# design 1

**Design 1: signal wires by layer**

Scale bar: 50 µm.
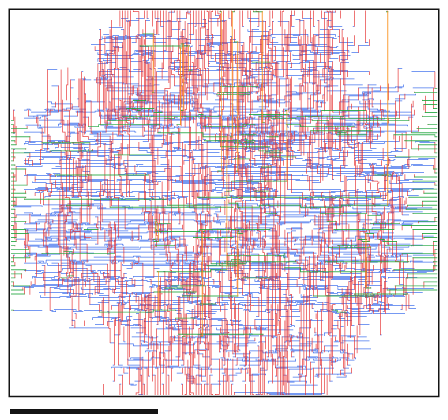

**src/rtl/serial_add_pkg.sv**
```systemverilog
// Shared constants for the nibble-serial adder: FSM encoding, slice width and
// the per-width nibble count.
package serial_add_pkg;

  localparam int unsigned NIB_W = 4;

  localparam logic [1:0] IDLE = 2'd0;
  localparam logic [1:0] RUN  = 2'd1;
  localparam logic [1:0] DONE = 2'd2;

  function automatic int unsigned nibble_count(input int unsigned width);
    return width / NIB_W;
  endfunction

endpackage

```
**src/rtl/serial_nibble_adder_fa4bit.sv**
```systemverilog
// FA4bit: 4-bit ripple-carry adder slice, the single reused datapath element
// of serial_nibble_adder.
module FA4bit (
  input  logic [3:0] i_a,
  input  logic [3:0] i_b,
  input  logic       i_cin,
  output logic [3:0] o_sum,
  output logic       o_cout
);

  logic [4:0] w_c;

  always_comb begin
    w_c    = '0;
    o_sum  = '0;
    w_c[0] = i_cin;
    for (int unsigned i = 0; i < 4; i++) begin
      o_sum[i]  = i_a[i] ^ i_b[i] ^ w_c[i];
      w_c[i+1]  = (i_a[i] & i_b[i]) | (w_c[i] & (i_a[i] ^ i_b[i]));
    end
    o_cout = w_c[4];
  end

endmodule

```
**src/rtl/serial_nibble_adder.sv**
```systemverilog
// Nibble-serial adder: {c_out,sum} = a + b + c_in over WIDTH/4 cycles, LSB first.
// Define SERIAL_ADD_SUB_EN to add the 'sub' port (a - b via ~b and carry-in 1).
module serial_nibble_adder
  import serial_add_pkg::*;
#(
  parameter int unsigned WIDTH = 64
) (
  input  logic             clk,
  input  logic             rst,
  input  logic             start,
  input  logic [WIDTH-1:0] a,
  input  logic [WIDTH-1:0] b,
  input  logic             c_in,
`ifdef SERIAL_ADD_SUB_EN
  input  logic             sub,
`endif
  output logic             busy,
  output logic             done,
  output logic [WIDTH-1:0] sum,
  output logic             c_out
);

  localparam int unsigned N  = nibble_count(WIDTH);
  localparam int unsigned CW = (N > 1) ? $clog2(N) : 1;
  localparam logic [CW-1:0] LAST = CW'(N - 1);

  logic [1:0]       r_state;
  logic [CW-1:0]    r_cnt;
  logic [WIDTH-1:0] r_a;
  logic [WIDTH-1:0] r_b;
  logic             r_carry;
  logic [WIDTH-1:0] r_sum;
  logic             r_cout;

  logic [WIDTH-1:0] w_b_eff;
  logic             w_cin_eff;
  logic [NIB_W-1:0] w_nib_a;
  logic [NIB_W-1:0] w_nib_b;
  logic [NIB_W-1:0] w_nib_s;
  logic             w_nib_c;

`ifdef SERIAL_ADD_SUB_EN
  // Subtraction is a + ~b + 1; the operand is inverted once at acceptance.
  assign w_b_eff   = sub ? ~b : b;
  assign w_cin_eff = sub ? 1'b1 : c_in;
`else
  assign w_b_eff   = b;
  assign w_cin_eff = c_in;
`endif

  assign w_nib_a = r_a[{r_cnt, 2'b00} +: NIB_W];
  assign w_nib_b = r_b[{r_cnt, 2'b00} +: NIB_W];

  FA4bit u_slice (
    .i_a    (w_nib_a),
    .i_b    (w_nib_b),
    .i_cin  (r_carry),
    .o_sum  (w_nib_s),
    .o_cout (w_nib_c)
  );

  always_ff @(posedge clk or posedge rst) begin
    if (rst) begin
      r_state <= IDLE;
      r_cnt   <= '0;
      r_a     <= '0;
      r_b     <= '0;
      r_carry <= 1'b0;
      r_sum   <= '0;
      r_cout  <= 1'b0;
    end else begin
      case (r_state)
        IDLE: begin
          if (start) begin
            r_a     <= a;
            r_b     <= w_b_eff;
            r_carry <= w_cin_eff;
            r_cnt   <= '0;
            r_sum   <= '0;
            r_cout  <= 1'b0;
            r_state <= RUN;
          end
        end
        RUN: begin
          r_sum[{r_cnt, 2'b00} +: NIB_W] <= w_nib_s;
          r_carry                        <= w_nib_c;
          // Counter only wraps on the RUN->DONE edge.
          if (r_cnt == LAST) begin
            r_cout  <= w_nib_c;
            r_cnt   <= '0;
            r_state <= DONE;
          end else begin
            r_cnt <= r_cnt + CW'(1);
          end
        end
        DONE:    r_state <= IDLE;
        default: r_state <= IDLE;
      endcase
    end
  end

  assign busy  = (r_state == RUN);
  assign done  = (r_state == DONE);
  assign sum   = r_sum;
  assign c_out = r_cout;

endmodule

```
**config.mk**
```make
export PLATFORM = sky130hd
export DESIGN_NAME = serial_nibble_adder
export DESIGN_NICKNAME = d
export VERILOG_FILES = /design/src/rtl/serial_add_pkg.sv /design/src/rtl/serial_nibble_adder_fa4bit.sv /design/src/rtl/serial_nibble_adder.sv
export SDC_FILE = /design/constraint.sdc
export NUM_CORES = 1
export LEC_CHECK = 0
export CORE_ASPECT_RATIO = 0.9
export CORE_MARGIN = 1
export CORE_UTILIZATION = 50
export CTS_BUF_LIST = sky130_fd_sc_hd__clkbuf_4
export DETAILED_ROUTE_END_ITERATION = 12
export MAX_ROUTING_LAYER = met4
export PLACE_DENSITY = 0.83
export SLEW_MARGIN = 30
export SYNTH_ARGS = -nofsm -noshare
export SYNTH_HDL_FRONTEND = slang
export SYNTH_SLANG_ARGS = --single-unit
```
**constraint.sdc**
```tcl
create_clock -name clk -period 8.3 [get_ports clk]
set_input_delay 1.66 -clock clk [delete_from_list [all_inputs] [get_ports clk]]
set_output_delay 1.66 -clock clk [all_outputs]
set_load 0.05 [all_outputs]
```
# design 2

$ cat src/rtl/mem_stage_pkg.sv
// rtl/mem_stage_pkg.sv - shared types and constants for the memory-access stage
// Contents: FSM state enum, default widths, MEM/WB control bubble, timeout counter sizing.
package mem_stage_pkg;

  localparam int DATA_WIDTH_DEFAULT     = 32;
  localparam int REG_ADDR_WIDTH_DEFAULT = 5;

  typedef enum logic {
    IDLE   = 1'b0,
    ACCESS = 1'b1
  } memState_t;

  // Write-back control bits carried by MEM/WB.
  typedef struct packed {
    logic memToReg;
    logic regWrite;
  } wbCtrl_t;

  // A bubble must never write the register file.
  localparam wbCtrl_t WB_BUBBLE = '{memToReg: 1'b0, regWrite: 1'b0};

  // Timeout counter width: enough to hold TIMEOUT_CYCLES, clamped to 8..16 bits.
  function automatic int timeoutWidth(input int cycles);
    int w;
    w = $clog2(cycles + 1);
    if (w < 8)  w = 8;
    if (w > 16) w = 16;
    return w;
  endfunction

endpackage

$ cat src/rtl/mem_stage_mem_wb.sv
// rtl/mem_stage_mem_wb.sv - MEM/WB pipeline register feeding write-back
// Ports:
//   clock, reset          - pipeline clock, asynchronous active-high reset
//   bubble                - insert a bubble (control bits cleared, data held)
//   readDataEn            - capture inReadData (completed loads only)
//   inReadData, inResult  - load data / ALU result
//   inMemToReg, inRegWrite, inWriteRegister - write-back control and destination
//   out*                  - registered copies of the above
module mem_wb
  import mem_stage_pkg::*;
#(
  parameter int DATA_WIDTH     = DATA_WIDTH_DEFAULT,
  parameter int REG_ADDR_WIDTH = REG_ADDR_WIDTH_DEFAULT
) (
  input  logic                      clock,
  input  logic                      reset,
  input  logic                      bubble,
  input  logic                      readDataEn,
  input  logic [DATA_WIDTH-1:0]     inReadData,
  input  logic [DATA_WIDTH-1:0]     inResult,
  input  logic                      inMemToReg,
  input  logic                      inRegWrite,
  input  logic [REG_ADDR_WIDTH-1:0] inWriteRegister,
  output logic [DATA_WIDTH-1:0]     outReadData,
  output logic [DATA_WIDTH-1:0]     outResult,
  output logic                      outMemToReg,
  output logic                      outRegWrite,
  output logic [REG_ADDR_WIDTH-1:0] outWriteRegister
);

  always_ff @(posedge clock or posedge reset) begin
    if (reset) begin
      outReadData      <= '0;
      outResult        <= '0;
      outMemToReg      <= 1'b0;
      outRegWrite      <= 1'b0;
      outWriteRegister <= '0;
    end else if (bubble) begin
      // Only the control bits matter for a bubble; data fields keep their values.
      {outMemToReg, outRegWrite} <= WB_BUBBLE;
    end else begin
      outResult        <= inResult;
      outMemToReg      <= inMemToReg;
      outRegWrite      <= inRegWrite;
      outWriteRegister <= inWriteRegister;
      if (readDataEn) begin
        outReadData <= inReadData;
      end
    end
  end

endmodule

$ cat src/rtl/mem_stage.sv
// rtl/mem_stage.sv - memory-access pipeline stage with request/acknowledge data memory port
// Optional feature macro: MEM_STAGE_TIMEOUT_EN (abandon an access after TIMEOUT_CYCLES, set memError).
// Ports:
//   clock, reset                      - pipeline clock, asynchronous active-high reset
//   inResult, inReadRegister2         - address / store data from EX/MEM
//   inMemRead, inMemWrite, inMemToReg, inRegWrite, inWriteRegister - EX/MEM control
//   memReq, memWe, memAddr, memWdata  - registered data-memory request
//   memRdata, memAck                  - data-memory response
//   stall                             - hold upstream stages (combinational)
//   out*                              - MEM/WB register outputs
//   memError                          - sticky access-timeout flag
module mem_stage
  import mem_stage_pkg::*;
#(
  parameter int DATA_WIDTH     = DATA_WIDTH_DEFAULT,
  parameter int REG_ADDR_WIDTH = REG_ADDR_WIDTH_DEFAULT,
  parameter int TIMEOUT_CYCLES = 255
) (
  input  logic                      clock,
  input  logic                      reset,
  input  logic [DATA_WIDTH-1:0]     inResult,
  input  logic [DATA_WIDTH-1:0]     inReadRegister2,
  input  logic                      inMemRead,
  input  logic                      inMemWrite,
  input  logic                      inMemToReg,
  input  logic                      inRegWrite,
  input  logic [REG_ADDR_WIDTH-1:0] inWriteRegister,
  output logic                      memReq,
  output logic                      memWe,
  output logic [DATA_WIDTH-1:0]     memAddr,
  output logic [DATA_WIDTH-1:0]     memWdata,
  input  logic [DATA_WIDTH-1:0]     memRdata,
  input  logic                      memAck,
  output logic                      stall,
  output logic [DATA_WIDTH-1:0]     outReadData,
  output logic [DATA_WIDTH-1:0]     outResult,
  output logic                      outMemToReg,
  output logic                      outRegWrite,
  output logic [REG_ADDR_WIDTH-1:0] outWriteRegister,
  output logic                      memError
);

  memState_t state, nextState;
  logic      memOp;
  logic      wbBubble;
  logic      wbReadEn;
  logic      timeoutHit;

  // A combined read+write request is handled as a store (memWe follows inMemWrite).
  assign memOp = inMemRead | inMemWrite;

`ifdef MEM_STAGE_TIMEOUT_EN
  localparam int COUNT_WIDTH = timeoutWidth(TIMEOUT_CYCLES);

  logic [COUNT_WIDTH-1:0] timeoutCount;

  // The counter holds the number of ACCESS cycles already spent waiting, so the
  // TIMEOUT_CYCLES-th waiting cycle is the terminal one. memAck on that cycle wins.
  assign timeoutHit = (state == ACCESS) && !memAck &&
                      (timeoutCount == COUNT_WIDTH'(TIMEOUT_CYCLES - 1));

  always_ff @(posedge clock or posedge reset) begin
    if (reset) begin
      timeoutCount <= '0;
      memError     <= 1'b0;
    end else begin
      if ((state == ACCESS) && !memAck && !timeoutHit) begin
        timeoutCount <= timeoutCount + 1'b1;
      end else begin
        timeoutCount <= '0;
      end
      if (timeoutHit) begin
        memError <= 1'b1;
      end
    end
  end
`else
  assign timeoutHit = 1'b0;
  assign memError   = 1'b0;
`endif

  always_comb begin
    nextState = state;
    stall     = 1'b0;
    wbBubble  = 1'b1;
    wbReadEn  = 1'b0;
    case (state)
      IDLE: begin
        if (memOp) begin
          stall     = 1'b1;
          nextState = ACCESS;
        end else begin
          wbBubble = 1'b0;
        end
      end
      ACCESS: begin
        if (memAck) begin
          // EX/MEM was held during the access, so in* still describe this instruction.
          wbBubble  = 1'b0;
          wbReadEn  = ~memWe;
          nextState = IDLE;
        end else if (timeoutHit) begin
          nextState = IDLE;
        end else begin
          stall = 1'b1;
        end
      end
      default: nextState = IDLE;
    endcase
  end

  always_ff @(posedge clock or posedge reset) begin
    if (reset) begin
      state    <= IDLE;
      memReq   <= 1'b0;
      memWe    <= 1'b0;
      memAddr  <= '0;
      memWdata <= '0;
    end else begin
      state <= nextState;
      if ((state == IDLE) && memOp) begin
        memReq   <= 1'b1;
        memWe    <= inMemWrite;
        memAddr  <= inResult;
        memWdata <= inReadRegister2;
      end else if ((state == ACCESS) && (nextState == IDLE)) begin
        memReq <= 1'b0;
      end
    end
  end

  mem_wb #(
    .DATA_WIDTH    (DATA_WIDTH),
    .REG_ADDR_WIDTH(REG_ADDR_WIDTH)
  ) memWbReg (
    .clock           (clock),
    .reset           (reset),
    .bubble          (wbBubble),
    .readDataEn      (wbReadEn),
    .inReadData      (memRdata),
    .inResult        (inResult),
    .inMemToReg      (inMemToReg),
    .inRegWrite      (inRegWrite),
    .inWriteRegister (inWriteRegister),
    .outReadData     (outReadData),
    .outResult       (outResult),
    .outMemToReg     (outMemToReg),
    .outRegWrite     (outRegWrite),
    .outWriteRegister(outWriteRegister)
  );

endmodule

$ cat config.mk
export PLATFORM = sky130hd
export DESIGN_NAME = mem_stage
export DESIGN_NICKNAME = d
export VERILOG_FILES = /design/src/rtl/mem_stage_pkg.sv /design/src/rtl/mem_stage_mem_wb.sv /design/src/rtl/mem_stage.sv
export SDC_FILE = /design/constraint.sdc
export NUM_CORES = 1
export LEC_CHECK = 0
export CORE_MARGIN = 2
export CORE_UTILIZATION = 44
export DETAILED_ROUTE_END_ITERATION = 16
export PLACE_DENSITY_LB_ADDON = 0.1
export SYNTH_ARGS = -nofsm -noshare
export SYNTH_HDL_FRONTEND = slang
export SYNTH_SLANG_ARGS = --single-unit
$ cat constraint.sdc
create_clock -name clock -period 10.4 [get_ports clock]
set_input_delay 2.6 -clock clock [delete_from_list [all_inputs] [get_ports clock]]
set_output_delay 2.6 -clock clock [all_outputs]
set_load 0.005 [all_outputs]
# design 3

$ cat src/rtl/hilo_mdu_if.sv
// Decode-to-MDU handshake and HI/LO write/read-enable bundle.
interface hilo_mdu_if #(parameter int WIDTH = 32);
  logic             start;
  logic [2:0]       op;
  logic [WIDTH-1:0] a;
  logic [WIDTH-1:0] b;
  logic             rd_hi;
  logic             rd_lo;
  logic             busy;
  logic             done;
  logic             hi_write;
  logic             lo_write;
  logic [WIDTH-1:0] hi_wdata;
  logic [WIDTH-1:0] lo_wdata;
  logic             hi_ena;
  logic             lo_ena;

  modport master (
    output start, op, a, b, rd_hi, rd_lo,
    input  busy, done, hi_write, lo_write, hi_wdata, lo_wdata, hi_ena, lo_ena
  );

  modport slave (
    input  start, op, a, b, rd_hi, rd_lo,
    output busy, done, hi_write, lo_write, hi_wdata, lo_wdata, hi_ena, lo_ena
  );
endinterface

$ cat src/rtl/hilo_mdu_ctrl.sv
// Iterative MULT/DIV sequencer owning HI/LO writes: one bit per cycle,
// sign fix-up in FIX, results written back in WB.
module hilo_mdu_ctrl #(
  parameter int WIDTH = 32,
  parameter int CNT_W = 5
) (
  input  logic        clk,
  input  logic        rst,
  hilo_mdu_if.slave   bus
);
  localparam logic [1:0] S_IDLE = 2'd0;
  localparam logic [1:0] S_CALC = 2'd1;
  localparam logic [1:0] S_FIX  = 2'd2;
  localparam logic [1:0] S_WB   = 2'd3;

  localparam logic [2:0] OP_MULT  = 3'd1;
  localparam logic [2:0] OP_MULTU = 3'd2;
  localparam logic [2:0] OP_DIV   = 3'd3;
  localparam logic [2:0] OP_DIVU  = 3'd4;
  localparam logic [2:0] OP_MTHI  = 3'd5;
  localparam logic [2:0] OP_MTLO  = 3'd6;

  logic [1:0]         state_q, state_d;
  logic [CNT_W-1:0]   cnt_q, cnt_d;
  logic [2*WIDTH-1:0] acc_q, acc_d;
  logic [WIDTH-1:0]   ma_q, ma_d, mb_q, mb_d, araw_q, araw_d;
  logic               is_div_q, is_div_d, neg_q, neg_d, rneg_q, rneg_d, dz_q, dz_d;

  logic               arith_op, sgn_op, div_op;
  logic [WIDTH:0]     msum, dtrial, ddiff;
  logic [WIDTH-1:0]   quo_fix, rem_fix;

  assign div_op   = (bus.op == OP_DIV) || (bus.op == OP_DIVU);
  assign sgn_op   = (bus.op == OP_MULT) || (bus.op == OP_DIV);
  assign arith_op = div_op || (bus.op == OP_MULT) || (bus.op == OP_MULTU);

  // acc = {hi, lo}: multiply keeps multiplier in lo and shifts right;
  // divide keeps {remainder, dividend/quotient} and shifts left.
  assign msum    = {1'b0, acc_q[2*WIDTH-1:WIDTH]} + (acc_q[0] ? {1'b0, ma_q} : '0);
  assign dtrial  = {acc_q[2*WIDTH-1:WIDTH], acc_q[WIDTH-1]};
  assign ddiff   = dtrial - {1'b0, mb_q};
  assign quo_fix = neg_q  ? (~acc_q[WIDTH-1:0] + 1'b1) : acc_q[WIDTH-1:0];
  assign rem_fix = rneg_q ? (~acc_q[2*WIDTH-1:WIDTH] + 1'b1) : acc_q[2*WIDTH-1:WIDTH];

  always_comb begin
    state_d  = state_q;
    cnt_d    = cnt_q;
    acc_d    = acc_q;
    ma_d     = ma_q;
    mb_d     = mb_q;
    araw_d   = araw_q;
    is_div_d = is_div_q;
    neg_d    = neg_q;
    rneg_d   = rneg_q;
    dz_d     = dz_q;
    case (state_q)
      S_IDLE: begin
        if (bus.start && arith_op) begin
          ma_d     = (sgn_op && bus.a[WIDTH-1]) ? (~bus.a + 1'b1) : bus.a;
          mb_d     = (sgn_op && bus.b[WIDTH-1]) ? (~bus.b + 1'b1) : bus.b;
          araw_d   = bus.a;
          is_div_d = div_op;
          neg_d    = sgn_op && (bus.a[WIDTH-1] ^ bus.b[WIDTH-1]);
          rneg_d   = sgn_op && bus.a[WIDTH-1];
          dz_d     = div_op && (bus.b == '0);
          cnt_d    = '0;
          acc_d    = {{WIDTH{1'b0}}, (div_op ? ma_d : mb_d)};
          state_d  = S_CALC;
        end
      end
      S_CALC: begin
        if (is_div_q) begin
          if (!ddiff[WIDTH])
            acc_d = {ddiff[WIDTH-1:0], acc_q[WIDTH-2:0], 1'b1};
          else
            acc_d = {dtrial[WIDTH-1:0], acc_q[WIDTH-2:0], 1'b0};
        end else begin
          acc_d = {msum, acc_q[WIDTH-1:1]};
        end
        cnt_d = cnt_q + 1'b1;
        if (cnt_q == CNT_W'(WIDTH-1)) state_d = S_FIX;
      end
      S_FIX: begin
        // Divide by zero reports the raw dividend in HI and all-ones in LO.
        if (is_div_q && dz_q)
          acc_d = {araw_q, {WIDTH{1'b1}}};
        else if (is_div_q)
          acc_d = {rem_fix, quo_fix};
        else if (neg_q)
          acc_d = ~acc_q + 1'b1;
        state_d = S_WB;
      end
      default: state_d = S_IDLE;
    endcase
  end

  always_ff @(posedge clk or posedge rst) begin
    if (rst) begin
      state_q  <= S_IDLE;
      cnt_q    <= '0;
      acc_q    <= '0;
      ma_q     <= '0;
      mb_q     <= '0;
      araw_q   <= '0;
      is_div_q <= 1'b0;
      neg_q    <= 1'b0;
      rneg_q   <= 1'b0;
      dz_q     <= 1'b0;
    end else begin
      state_q  <= state_d;
      cnt_q    <= cnt_d;
      acc_q    <= acc_d;
      ma_q     <= ma_d;
      mb_q     <= mb_d;
      araw_q   <= araw_d;
      is_div_q <= is_div_d;
      neg_q    <= neg_d;
      rneg_q   <= rneg_d;
      dz_q     <= dz_d;
    end
  end

  logic idle, wb, mthi, mtlo;
  assign idle = (state_q == S_IDLE) && !rst;
  assign wb   = (state_q == S_WB) && !rst;
  assign mthi = idle && bus.start && (bus.op == OP_MTHI);
  assign mtlo = idle && bus.start && (bus.op == OP_MTLO);

  assign bus.busy     = (state_q != S_IDLE);
  assign bus.done     = wb;
  assign bus.hi_write = wb || mthi;
  assign bus.lo_write = wb || mtlo;
  assign bus.hi_wdata = wb ? acc_q[2*WIDTH-1:WIDTH] : (mthi ? bus.a : '0);
  assign bus.lo_wdata = wb ? acc_q[WIDTH-1:0]       : (mtlo ? bus.a : '0);
  assign bus.hi_ena   = bus.rd_hi && idle;
  assign bus.lo_ena   = bus.rd_lo && idle;
endmodule

$ cat src/flat_wrapper.sv
// flat-port wrapper written by rule: the top's interface ports become plain ports
module hilo_mdu_ctrl_flat 
#(
  parameter int WIDTH = 32,
  parameter int CNT_W = 5
)
  (clk, rst, bus_start, bus_op, bus_a, bus_b, bus_rd_hi, bus_rd_lo, bus_busy, bus_done, bus_hi_write, bus_lo_write, bus_hi_wdata, bus_lo_wdata, bus_hi_ena, bus_lo_ena);
  hilo_mdu_if #(.WIDTH(WIDTH)) bus_i ();
  input  logic clk;
  input  logic rst;
  input wire logic [$bits(bus_i.start)-1:0] bus_start;
  input wire logic [$bits(bus_i.op)-1:0] bus_op;
  input wire logic [$bits(bus_i.a)-1:0] bus_a;
  input wire logic [$bits(bus_i.b)-1:0] bus_b;
  input wire logic [$bits(bus_i.rd_hi)-1:0] bus_rd_hi;
  input wire logic [$bits(bus_i.rd_lo)-1:0] bus_rd_lo;
  output wire logic [$bits(bus_i.busy)-1:0] bus_busy;
  output wire logic [$bits(bus_i.done)-1:0] bus_done;
  output wire logic [$bits(bus_i.hi_write)-1:0] bus_hi_write;
  output wire logic [$bits(bus_i.lo_write)-1:0] bus_lo_write;
  output wire logic [$bits(bus_i.hi_wdata)-1:0] bus_hi_wdata;
  output wire logic [$bits(bus_i.lo_wdata)-1:0] bus_lo_wdata;
  output wire logic [$bits(bus_i.hi_ena)-1:0] bus_hi_ena;
  output wire logic [$bits(bus_i.lo_ena)-1:0] bus_lo_ena;
  assign bus_i.start = bus_start;
  assign bus_i.op = bus_op;
  assign bus_i.a = bus_a;
  assign bus_i.b = bus_b;
  assign bus_i.rd_hi = bus_rd_hi;
  assign bus_i.rd_lo = bus_rd_lo;
  assign bus_busy = bus_i.busy;
  assign bus_done = bus_i.done;
  assign bus_hi_write = bus_i.hi_write;
  assign bus_lo_write = bus_i.lo_write;
  assign bus_hi_wdata = bus_i.hi_wdata;
  assign bus_lo_wdata = bus_i.lo_wdata;
  assign bus_hi_ena = bus_i.hi_ena;
  assign bus_lo_ena = bus_i.lo_ena;
  hilo_mdu_ctrl #(.WIDTH(WIDTH), .CNT_W(CNT_W)) u_core (.clk(clk), .rst(rst), .bus(bus_i));
endmodule
$ cat config.mk
export PLATFORM = sky130hd
export DESIGN_NAME = hilo_mdu_ctrl_flat
export DESIGN_NICKNAME = d
export VERILOG_FILES = /design/src/rtl/hilo_mdu_if.sv /design/src/rtl/hilo_mdu_ctrl.sv /design/src/flat_wrapper.sv
export SDC_FILE = /design/constraint.sdc
export NUM_CORES = 1
export LEC_CHECK = 0
export CAP_MARGIN = 20
export CORE_ASPECT_RATIO = 1.75
export CORE_UTILIZATION = 35
export CTS_CLUSTER_DIAMETER = 80
export CTS_CLUSTER_SIZE = 25
export DETAILED_ROUTE_END_ITERATION = 16
export PLACE_DENSITY = 0.57
export RECOVER_POWER = 100
export SETUP_SLACK_MARGIN = 0.05
export SLEW_MARGIN = 25
export SYNTH_ARGS = -nofsm -noshare
export SYNTH_HDL_FRONTEND = slang
export SYNTH_SLANG_ARGS = --single-unit
$ cat constraint.sdc
create_clock -name clk -period 8.47 [get_ports clk]
set_input_delay 1.2705 -clock clk [delete_from_list [all_inputs] [get_ports clk]]
set_output_delay 1.2705 -clock clk [all_outputs]
set_load 0.1 [all_outputs]
# design 4

--- src/rtl/fir_l3_pkg.sv ---
// rtl/fir_l3_pkg.sv - shared lane type and helpers for the L=3 FIR output serializer
package fir_l3_pkg;

  localparam int LANES = 3;

  typedef enum logic [1:0] {
    LANE1 = 2'd0,
    LANE2 = 2'd1,
    LANE3 = 2'd2
  } lane_t;

  // Saturation flags of one buffered block, one bit per lane.
  typedef logic [LANES-1:0] lane_sat_t;

  function automatic lane_t next_lane(input lane_t cur);
    case (cur)
      LANE1:   next_lane = LANE2;
      LANE2:   next_lane = LANE3;
      default: next_lane = LANE1;
    endcase
  endfunction

endpackage

--- src/rtl/fir_l3_narrow.sv ---
// rtl/fir_l3_narrow.sv - round/shift/saturate of one sample; FIR_SER_ROUND_EN enables round-half-up
module fir_l3_narrow #(
  parameter int IN_W  = 64,
  parameter int OUT_W = 32,
  parameter int SHIFT = 16
) (
  input  logic [IN_W-1:0]  din_i,
  output logic [OUT_W-1:0] dout_o,
  output logic             sat_o
);

  localparam logic signed [IN_W:0] MAX_V = {{(IN_W-OUT_W+2){1'b0}}, {(OUT_W-1){1'b1}}};
  localparam logic signed [IN_W:0] MIN_V = {{(IN_W-OUT_W+2){1'b1}}, {(OUT_W-1){1'b0}}};

  logic signed [IN_W:0] ext;
  logic signed [IN_W:0] biased;
  logic signed [IN_W:0] shifted;

  // One guard bit keeps the rounding bias from wrapping the most positive input.
  assign ext = {din_i[IN_W-1], din_i};

`ifdef FIR_SER_ROUND_EN
  if (SHIFT > 0) begin : g_bias
    localparam logic signed [IN_W:0] BIAS = (IN_W+1)'(1) << (SHIFT-1);
    assign biased = ext + BIAS;
  end else begin : g_nobias
    assign biased = ext;
  end
`else
  assign biased = ext;
`endif

  assign shifted = biased >>> SHIFT;

  always_comb begin
    dout_o = shifted[OUT_W-1:0];
    sat_o  = 1'b0;
    if (shifted > MAX_V) begin
      dout_o = MAX_V[OUT_W-1:0];
      sat_o  = 1'b1;
    end else if (shifted < MIN_V) begin
      dout_o = MIN_V[OUT_W-1:0];
      sat_o  = 1'b1;
    end
  end

endmodule

--- src/rtl/fir_l3_serializer.sv ---
// rtl/fir_l3_serializer.sv - two-block buffer that narrows and serialises L=3 FIR output (FIR_SER_ROUND_EN in fir_l3_narrow)
module fir_l3_serializer
  import fir_l3_pkg::*;
#(
  parameter int DATA_IN_WIDTH  = 64,
  parameter int DATA_OUT_WIDTH = 32,
  parameter int SHIFT          = 16
) (
  input  logic                      clk,
  input  logic                      reset,
  input  logic                      blk_valid,
  output logic                      blk_ready,
  input  logic [DATA_IN_WIDTH-1:0]  data_in_1,
  input  logic [DATA_IN_WIDTH-1:0]  data_in_2,
  input  logic [DATA_IN_WIDTH-1:0]  data_in_3,
  output logic                      out_valid,
  input  logic                      out_ready,
  output logic [DATA_OUT_WIDTH-1:0] out_data,
  output logic                      out_last,
  output logic                      out_sat
);

  typedef struct packed {
    lane_sat_t                              sat;
    logic [LANES-1:0][DATA_OUT_WIDTH-1:0]   smp;
  } entry_t;

  logic [DATA_IN_WIDTH-1:0] din [LANES];
  entry_t                   wr_entry;
  entry_t                   buf_q [2];
  entry_t                   rd_entry;

  logic       wr_ptr_q, wr_ptr_d;
  logic       rd_ptr_q, rd_ptr_d;
  logic [1:0] count_q, count_d;
  lane_t      lane_q, lane_d;
  logic       push, pop, free;

  assign din[0] = data_in_1;
  assign din[1] = data_in_2;
  assign din[2] = data_in_3;

  for (genvar g = 0; g < LANES; g++) begin : g_narrow
    fir_l3_narrow #(
      .IN_W  (DATA_IN_WIDTH),
      .OUT_W (DATA_OUT_WIDTH),
      .SHIFT (SHIFT)
    ) u_narrow (
      .din_i  (din[g]),
      .dout_o (wr_entry.smp[g]),
      .sat_o  (wr_entry.sat[g])
    );
  end

  assign blk_ready = (count_q != 2'd2);
  assign out_valid = (count_q != 2'd0);
  assign rd_entry  = buf_q[rd_ptr_q];
  assign out_data  = rd_entry.smp[lane_q];
  assign out_sat   = rd_entry.sat[lane_q];
  assign out_last  = (lane_q == LANE3);

  // A slot is released only by the pop of its last lane.
  always_comb begin
    push     = blk_valid && blk_ready;
    pop      = out_valid && out_ready;
    free     = pop && (lane_q == LANE3);
    wr_ptr_d = push ? ~wr_ptr_q : wr_ptr_q;
    rd_ptr_d = free ? ~rd_ptr_q : rd_ptr_q;
    lane_d   = pop ? next_lane(lane_q) : lane_q;
    count_d  = count_q;
    case ({push, free})
      2'b10:   count_d = count_q + 2'd1;
      2'b01:   count_d = count_q - 2'd1;
      default: count_d = count_q;
    endcase
  end

  always_ff @(posedge clk) begin
    if (reset) begin
      wr_ptr_q <= 1'b0;
      rd_ptr_q <= 1'b0;
      count_q  <= 2'd0;
      lane_q   <= LANE1;
      buf_q[0] <= '0;
      buf_q[1] <= '0;
    end else begin
      wr_ptr_q <= wr_ptr_d;
      rd_ptr_q <= rd_ptr_d;
      count_q  <= count_d;
      lane_q   <= lane_d;
      if (push) begin
        buf_q[wr_ptr_q] <= wr_entry;
      end
    end
  end

endmodule

--- config.mk ---
export PLATFORM = sky130hd
export DESIGN_NAME = fir_l3_serializer
export DESIGN_NICKNAME = d
export VERILOG_FILES = /design/src/rtl/fir_l3_pkg.sv /design/src/rtl/fir_l3_narrow.sv /design/src/rtl/fir_l3_serializer.sv
export SDC_FILE = /design/constraint.sdc
export NUM_CORES = 1
export LEC_CHECK = 0
export ABC_AREA = 1
export CORE_MARGIN = 2
export CORE_UTILIZATION = 52
export DETAILED_ROUTE_END_ITERATION = 8
export PLACE_DENSITY = 0.81
export SKIP_CTS_REPAIR_TIMING = 1
export SYNTH_ARGS = -nofsm -noshare
export SYNTH_HDL_FRONTEND = slang
export SYNTH_HIERARCHICAL = 1
export SYNTH_SLANG_ARGS = --single-unit
--- constraint.sdc ---
create_clock -name clk -period 5.65 [get_ports clk]
set_input_delay 1.695 -clock clk [delete_from_list [all_inputs] [get_ports clk]]
set_output_delay 1.695 -clock clk [all_outputs]
set_load 0.02 [all_outputs]
**Design 2: gate families picked out**

Scale bar: 20 µm.
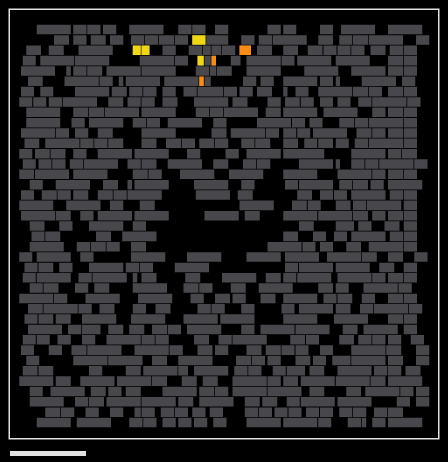
Key: inverters = orange [cells 3]; NOR gates = yellow [cells 4]

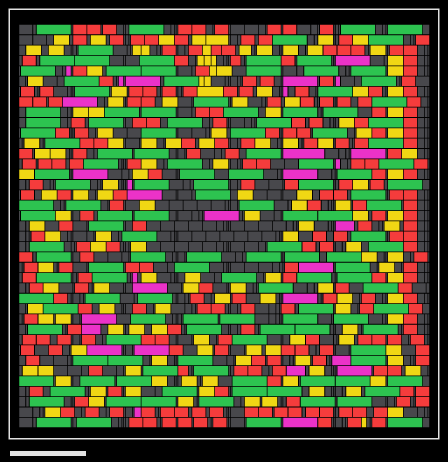
**Above:** design 2 (cells colored by class).
Scale bar: 20 µm. Fill, decap, tap and diode cells in gray.
Key: all other logic = yellow [cells 148]; other buffers and delay cells = red [cells 248]; flip-flops = green [cells 138]; clock drivers and dummy loads = magenta [cells 30]

==> run summary, design 2 <==
Figures from the flow reports.

Critical path:
- The run puts the worst reg-to-reg setup slack at roughly 8.4 ns.
- Looking at the reg2reg group, the worst path ends at memWdata[21]$_DFFE_PP0P_.
- Tracing the worst setup path back leads to its startpoint at inMemWrite.
- The worst setup path is launched from an input port.
- Along the worst path, the maximum fanout reaches about 41.
- The run puts the number of logic stages on the critical path including buffering at 5.

Routing:
- The run gives the detail-routed net length per standard cell as ~18 µm.
- The run gives the met1 wire length as roughly 4.5 mm.
- The run puts the total length of routed wires at 12.4 mm.
- The run gives the number of optimization iterations in the first detailed-route pass as 3.

Global routing:
- The first global-routing pass estimated between 15 and 20 mm of wire.
- The run gives the via count of the first global-routing pass as between 3000 and 4000.

Cells and area:
- The run gives the post-layout net count as 661.
- The run gives the combinational share of cell area as roughly a fifth.
- The run puts the non-clock buffer contribution to total cell area at between 20% and 30%.
- The run gives the fraction of layout instances using a drive strength above 1 as ~29%.

Run status:
- The flow ran to the end, and the final reports show no timing, DRC or antenna violations.

Timing:
- The run puts the final count of negative-setup-slack endpoints at 0.
- The run puts the slew at the pin closest to its max-slew limit at between 1 and 1.5 ns.

Synth:
- The net count after synthesis is between 400 and 500.
- dfrtp_1 takes more of the synthesized area than any other cell.
- In this run the cell area of the synthesized design comes to about 0.0052 mm².
- The run gives the fraction of the yosys area taken by sequential cells as about two thirds.
- The run gives the share of the synthesized netlist area taken by xor and xnor gates as 0%.

Power and ir drop:
- The dominant power group in this design is sequential cells.

Floorplanning:
- From bottom edge to top edge, the die measures 113 µm.

Clock tree:
- The run gives the clock-pin slew on the worst setup and hold paths as about 0.050 ns.

Flow run:
- The run puts the number of warnings the tools reported at 26.
## design 2: per-stage QoR
stage | cell area (µm²) | instances
floorplan | 5190 | 301
global placement | 7720 | 677
detailed placement | 7720 | 677
CTS | 8260 | 707
global route | 8260 | 707
finish | 8260 | 707
## design 2: Yosys cell counts, drive strengths merged
cell type	instances
dfrtp	138
mux2	133
buf	15
inv	3
a21oi	2
nor2b	2
nor3	2
o21ai	2
conb	1
nand2b	1
nand3b	1
o21bai	1
## design 2: logic make-up after synthesis
logic type	Yosys count
flip-flops	138
multiplexers	133
buffers and inverters	18
AND/OR/NAND/NOR	6
AND-OR/OR-AND	5
other	1
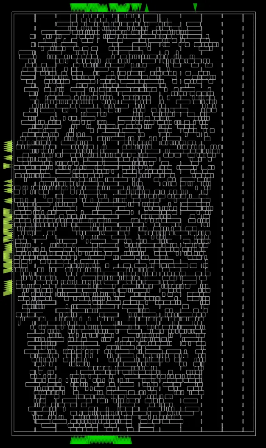
**Above:** design 3 (placement view).
proportion of cell area occupied by registers: 23.4%
final non-filler cell total: 2719

==> run summary, design 3 <==
Figures from the flow reports.

Run status:
- The run finished, with violations left.
- The final reports fail on capacitance limit, slew limit.

Flow run:
- The run puts the number of warnings the tools reported at 31.
- The run gives the reported max-cap violation count as 4.

Synth:
- After synthesis, flip-flops and latches occupy 27.2% of the total area.

Critical path:
- The run gives the number of logic stages on the critical path including buffering as 7.

Cells and area:
- The run puts the clock buffer count at 20.
- The register with the most flip-flops in the layout has about 64 of them.

Timing:
- The run gives the number of pins exceeding their max-slew limit in the final report as 286.
- The run puts the worst-case setup margin in the final layout at approximately 1.3 ns.
- After routing, the total negative slack on setup checks comes to 0 ns.

Worst hold path:
- The type recorded for the worst min-delay path is flop to flop.

Floorplanning:
- For this design the top-level I/O count stands at between 100 and 150.
- Row generation in the floorplan step produced 102 rows.

Global routing:
- The run puts the wire length of the first global-routing pass at roughly 97 mm.

Clock tree:
- The run gives the clock-pin slew on the worst setup and hold paths as 0.07 ns.
- Counting every sink on the clock net gives ~170.

Routing:
- The run puts the total via count after detailed routing at 16200.
-- design 3: routing by layer --
| metal | GRT usage (%) | part of all wire [%] | vias up | wire, µm |
|---|---|---|---|---|
| met4 | 15.4 | 5.5 | 2 | 3510 |
| met5 | 0 | 0.023 | - | 15 |
| li1 | - | - | 7593 | - |
| met3 | 2.78 | 4.8 | 188 | 3080 |
| met1 | 32.3 | 39 | 7772 | 24800 |
| met2 | 51.0 | 51 | 659 | 32700 |
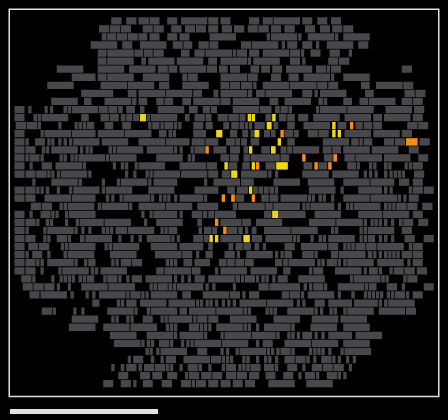
**Above:** design 1 (gate families picked out).
Scale bar: 50 µm.
Key: NOR gates = yellow [cells 22]; inverters = orange [cells 14]

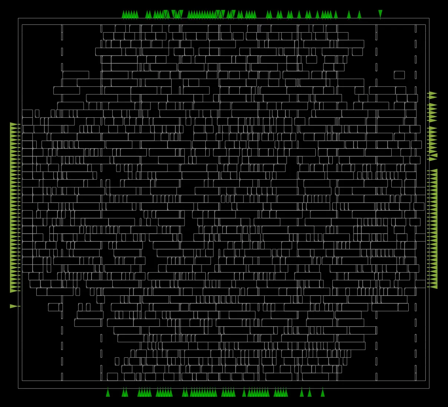
**Above:** design 1 (placement view).
proportion of cell area occupied by registers: 43.8%
standard-cell rows: 46

Notes on 'signal wires by layer' of design 1 above:
Key: met3 = green [wire length 1750 µm]; met4 = orange [wire length 488 µm]; met2 = red [wire length 11000 µm]; met1 = blue [wire length 10500 µm]

==> run summary, design 1 <==
Figures from the flow reports.

Cells and area:
- The run gives the combinational share of cell area as approximately 33%.
- The run puts the clock buffer count at 19.

Critical path:
- The run gives the biggest fanout along the worst timing path as 26.
- The worst setup path is captured at a flop.

Synth:
- The run gives the netlist area before placement as about 0.009 mm².
- The run puts the number of cells in Yosys stat at between 900 and 1000.

Flow run:
- The run puts the number of warnings the tools reported at 34.

Placement:
- The run puts the global placer's final weighted congestion at between 0.8 and 0.9.

Clock tree:
- The run gives the number of instances resized during post-cts repair as 0.
- Per the CTS log, the root buffer master is clkbuf_4.
- The run puts the clock-pin slew on the worst setup and hold paths at ~0.15 ns.
- The run puts the number of buffers inserted by hold repair at cts at 0.
- The run puts the number of H-tree branching levels at 4.

Run status:
- The run finished with clean final reports.

Routing:
- The run gives the DRC violation total after the first TritonRoute iteration as between 600 and 700.

Power and ir drop:
- Looking at the power breakdown, the clock network takes about a tenth of the total.
- The run gives the power in sequential cells as ~0.0017 W.
[design 1: worst min-delay path: cells and delay by family (launching register included)]
kind / cells / cell delay [ns]
simple gates: 2 / 0.10
flops: 1 / 0.37
[design 1: logic make-up (layout without fill, tap and decap cells)]
family / Yosys count / in the layout / share of synthesized area, %
other: 0 / 1 / 0
DFF: 200 / 200 / 54.9
buffers and inverters: 71 / 249 / 3.72
xor gates and xnor gates: 3 / 3 / 0.288
adders and majority gates: 9 / 9 / 1.56
muxes: 62 / 62 / 9.70
and+or+nand+nor: 469 / 469 / 20.4
AOI/OAI and AO/OA: 105 / 105 / 9.48
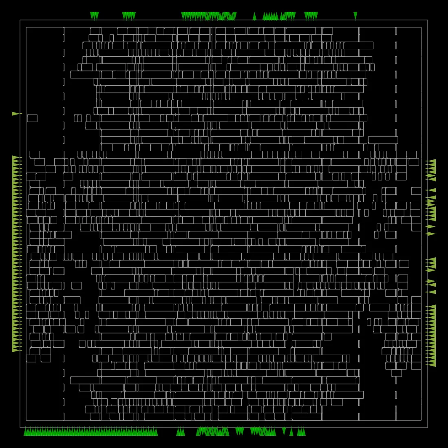
**Above:** design 4 (placement view).
final cell utilization of the core: 64.1%
n_taps: 280
number of flip-flops and latches: 205
standard-cell rows: 54

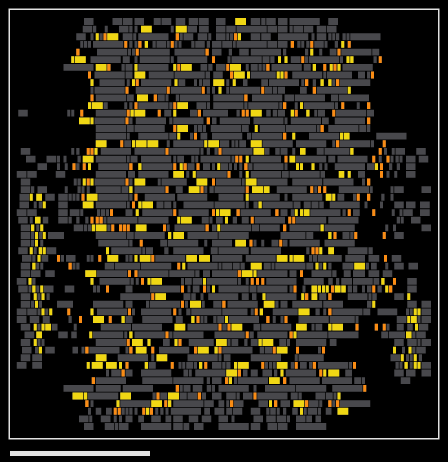
**Above:** design 4 (gate families picked out).
Scale bar: 50 µm.
Key: inverters = orange [cells 207, where widely spread]; NOR gates = yellow [cells 254, where widely spread]

==> run summary, design 4 <==
Figures from the flow reports.

Run status:
- The flow ran to the end, and the final reports show no timing, DRC or antenna violations.

Global routing:
- The run puts the number of antenna violations at the first check in global routing at 0.

Synth:
- For reference, full adder, half adder and majority cells occupy less than 1% of the area reported after synthesis.
- Per the synthesis report, the simple-gate share of the synthesized area is between 20 and 30%.
- The run gives the synthesized flop and latch total as 205.

Worst hold path:
- The worst hold path belongs to the class flop to flop.

Clock tree:
- The registers of the reported paths see a clock transition of about 0.060 ns.

Critical path:
- The cell sequence reported for the critical path is inv_1 -> nor2_2 -> buf_4 -> o211ai_1 -> nand3_1 -> clkdlybuf4s50_1.
- By startpoint and endpoint, the worst setup path is classified as flop to output port.
- The run gives the worst reg-to-reg setup slack as ~3.5 ns.
- The run puts the biggest fanout along the worst timing path at 20.

Cells and area:
- The top cell type in the final layout, fill and taps aside, is nand2_1.
- In the final layout, the registers with the most flip-flops are buf_q: 198 flops, count_q: 2 flops, lane_q: 2 flops.
- The run puts the count of inserted antenna diode cells at 0.
- The run puts the footprint of the flip-flops and latches at around 0.0061 mm².
- The run gives the final standard cell area without fillers as approximately 0.014 mm².

Timing:
- The run puts the largest clock skew in the final design at ~0.021 ns.
- The run puts the maximum operating frequency at 215 MHz.

Power and ir drop:
- Total power normalized to cell area comes to roughly 280 mW/mm².
- The net switching power in the latest report is slightly above 0.001 W.
- Sequential cells burn between 40% and 50% of the power.

Routing:
- The count of nets left with antenna violations once routing finished came out at 0.

Flow run:
- The run puts the number of warnings the tools reported at approximately 76.

Floorplanning:
- The run gives the core utilization at floorplan as about 53%.
==> design 4: metrics by stage <==
stage | util [%] | setup WS, ns
after CTS | 64.1 | 0.970
final | 64.1 | 1.00
after floorplan | - | 0.758
after global placement | 61.0 | 1.49
after detailed placement | 61.0 | 1.40
after global routing | 64.1 | 0.842
==> design 4: layer usage <==
layer	vias up	global-route usage (%)	routed length, µm
li1	4192	-	-
met1	3943	30.4	11100
met2	313	36.3	12300
met3	48	3.47	2010
met4	0	6.32	697
met5	-	0	0

==> layout pictures side by side <==
M4 wires.
picture 1
Scale bar: 20 µm.
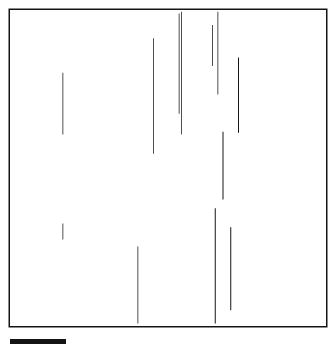
picture 2
Scale bar: 50 µm.
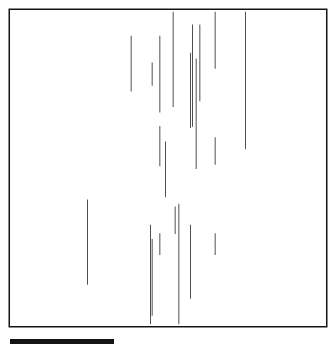
picture 3
Scale bar: 50 µm.
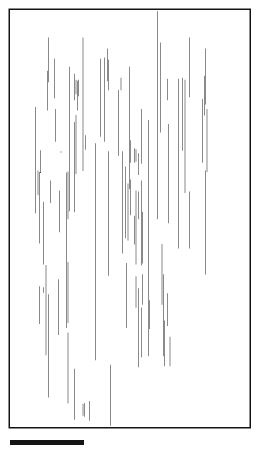
| from | picture |
|---|---|
| design 2 | picture 1 |
| design 3 | picture 3 |
| design 4 | picture 2 |



==> layout pictures side by side <==
Cells colored by class.
Scale bar: 50 µm. Fill, decap, tap and diode cells in gray.
panel A
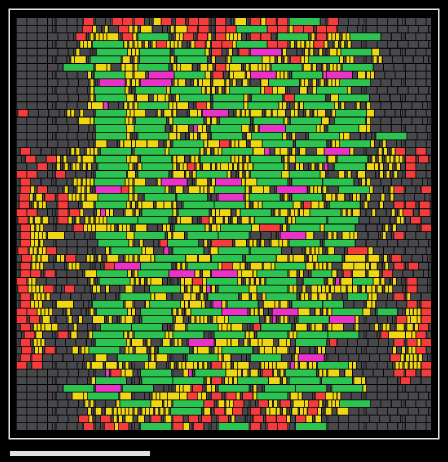
panel B
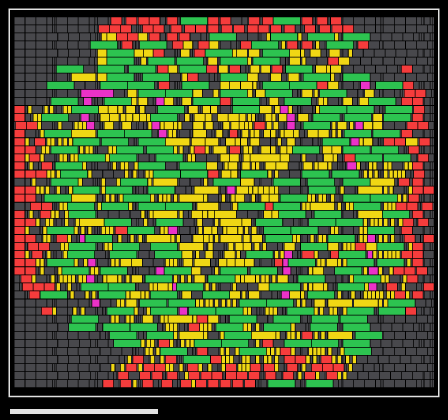
panel C
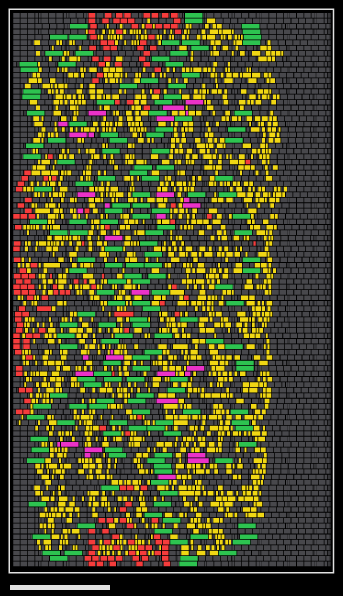
panel B: design 1
panel A: design 4
panel C: design 3
The one with the fewest sequential cells is panel C.

Power and IR drop assume default switching activity.
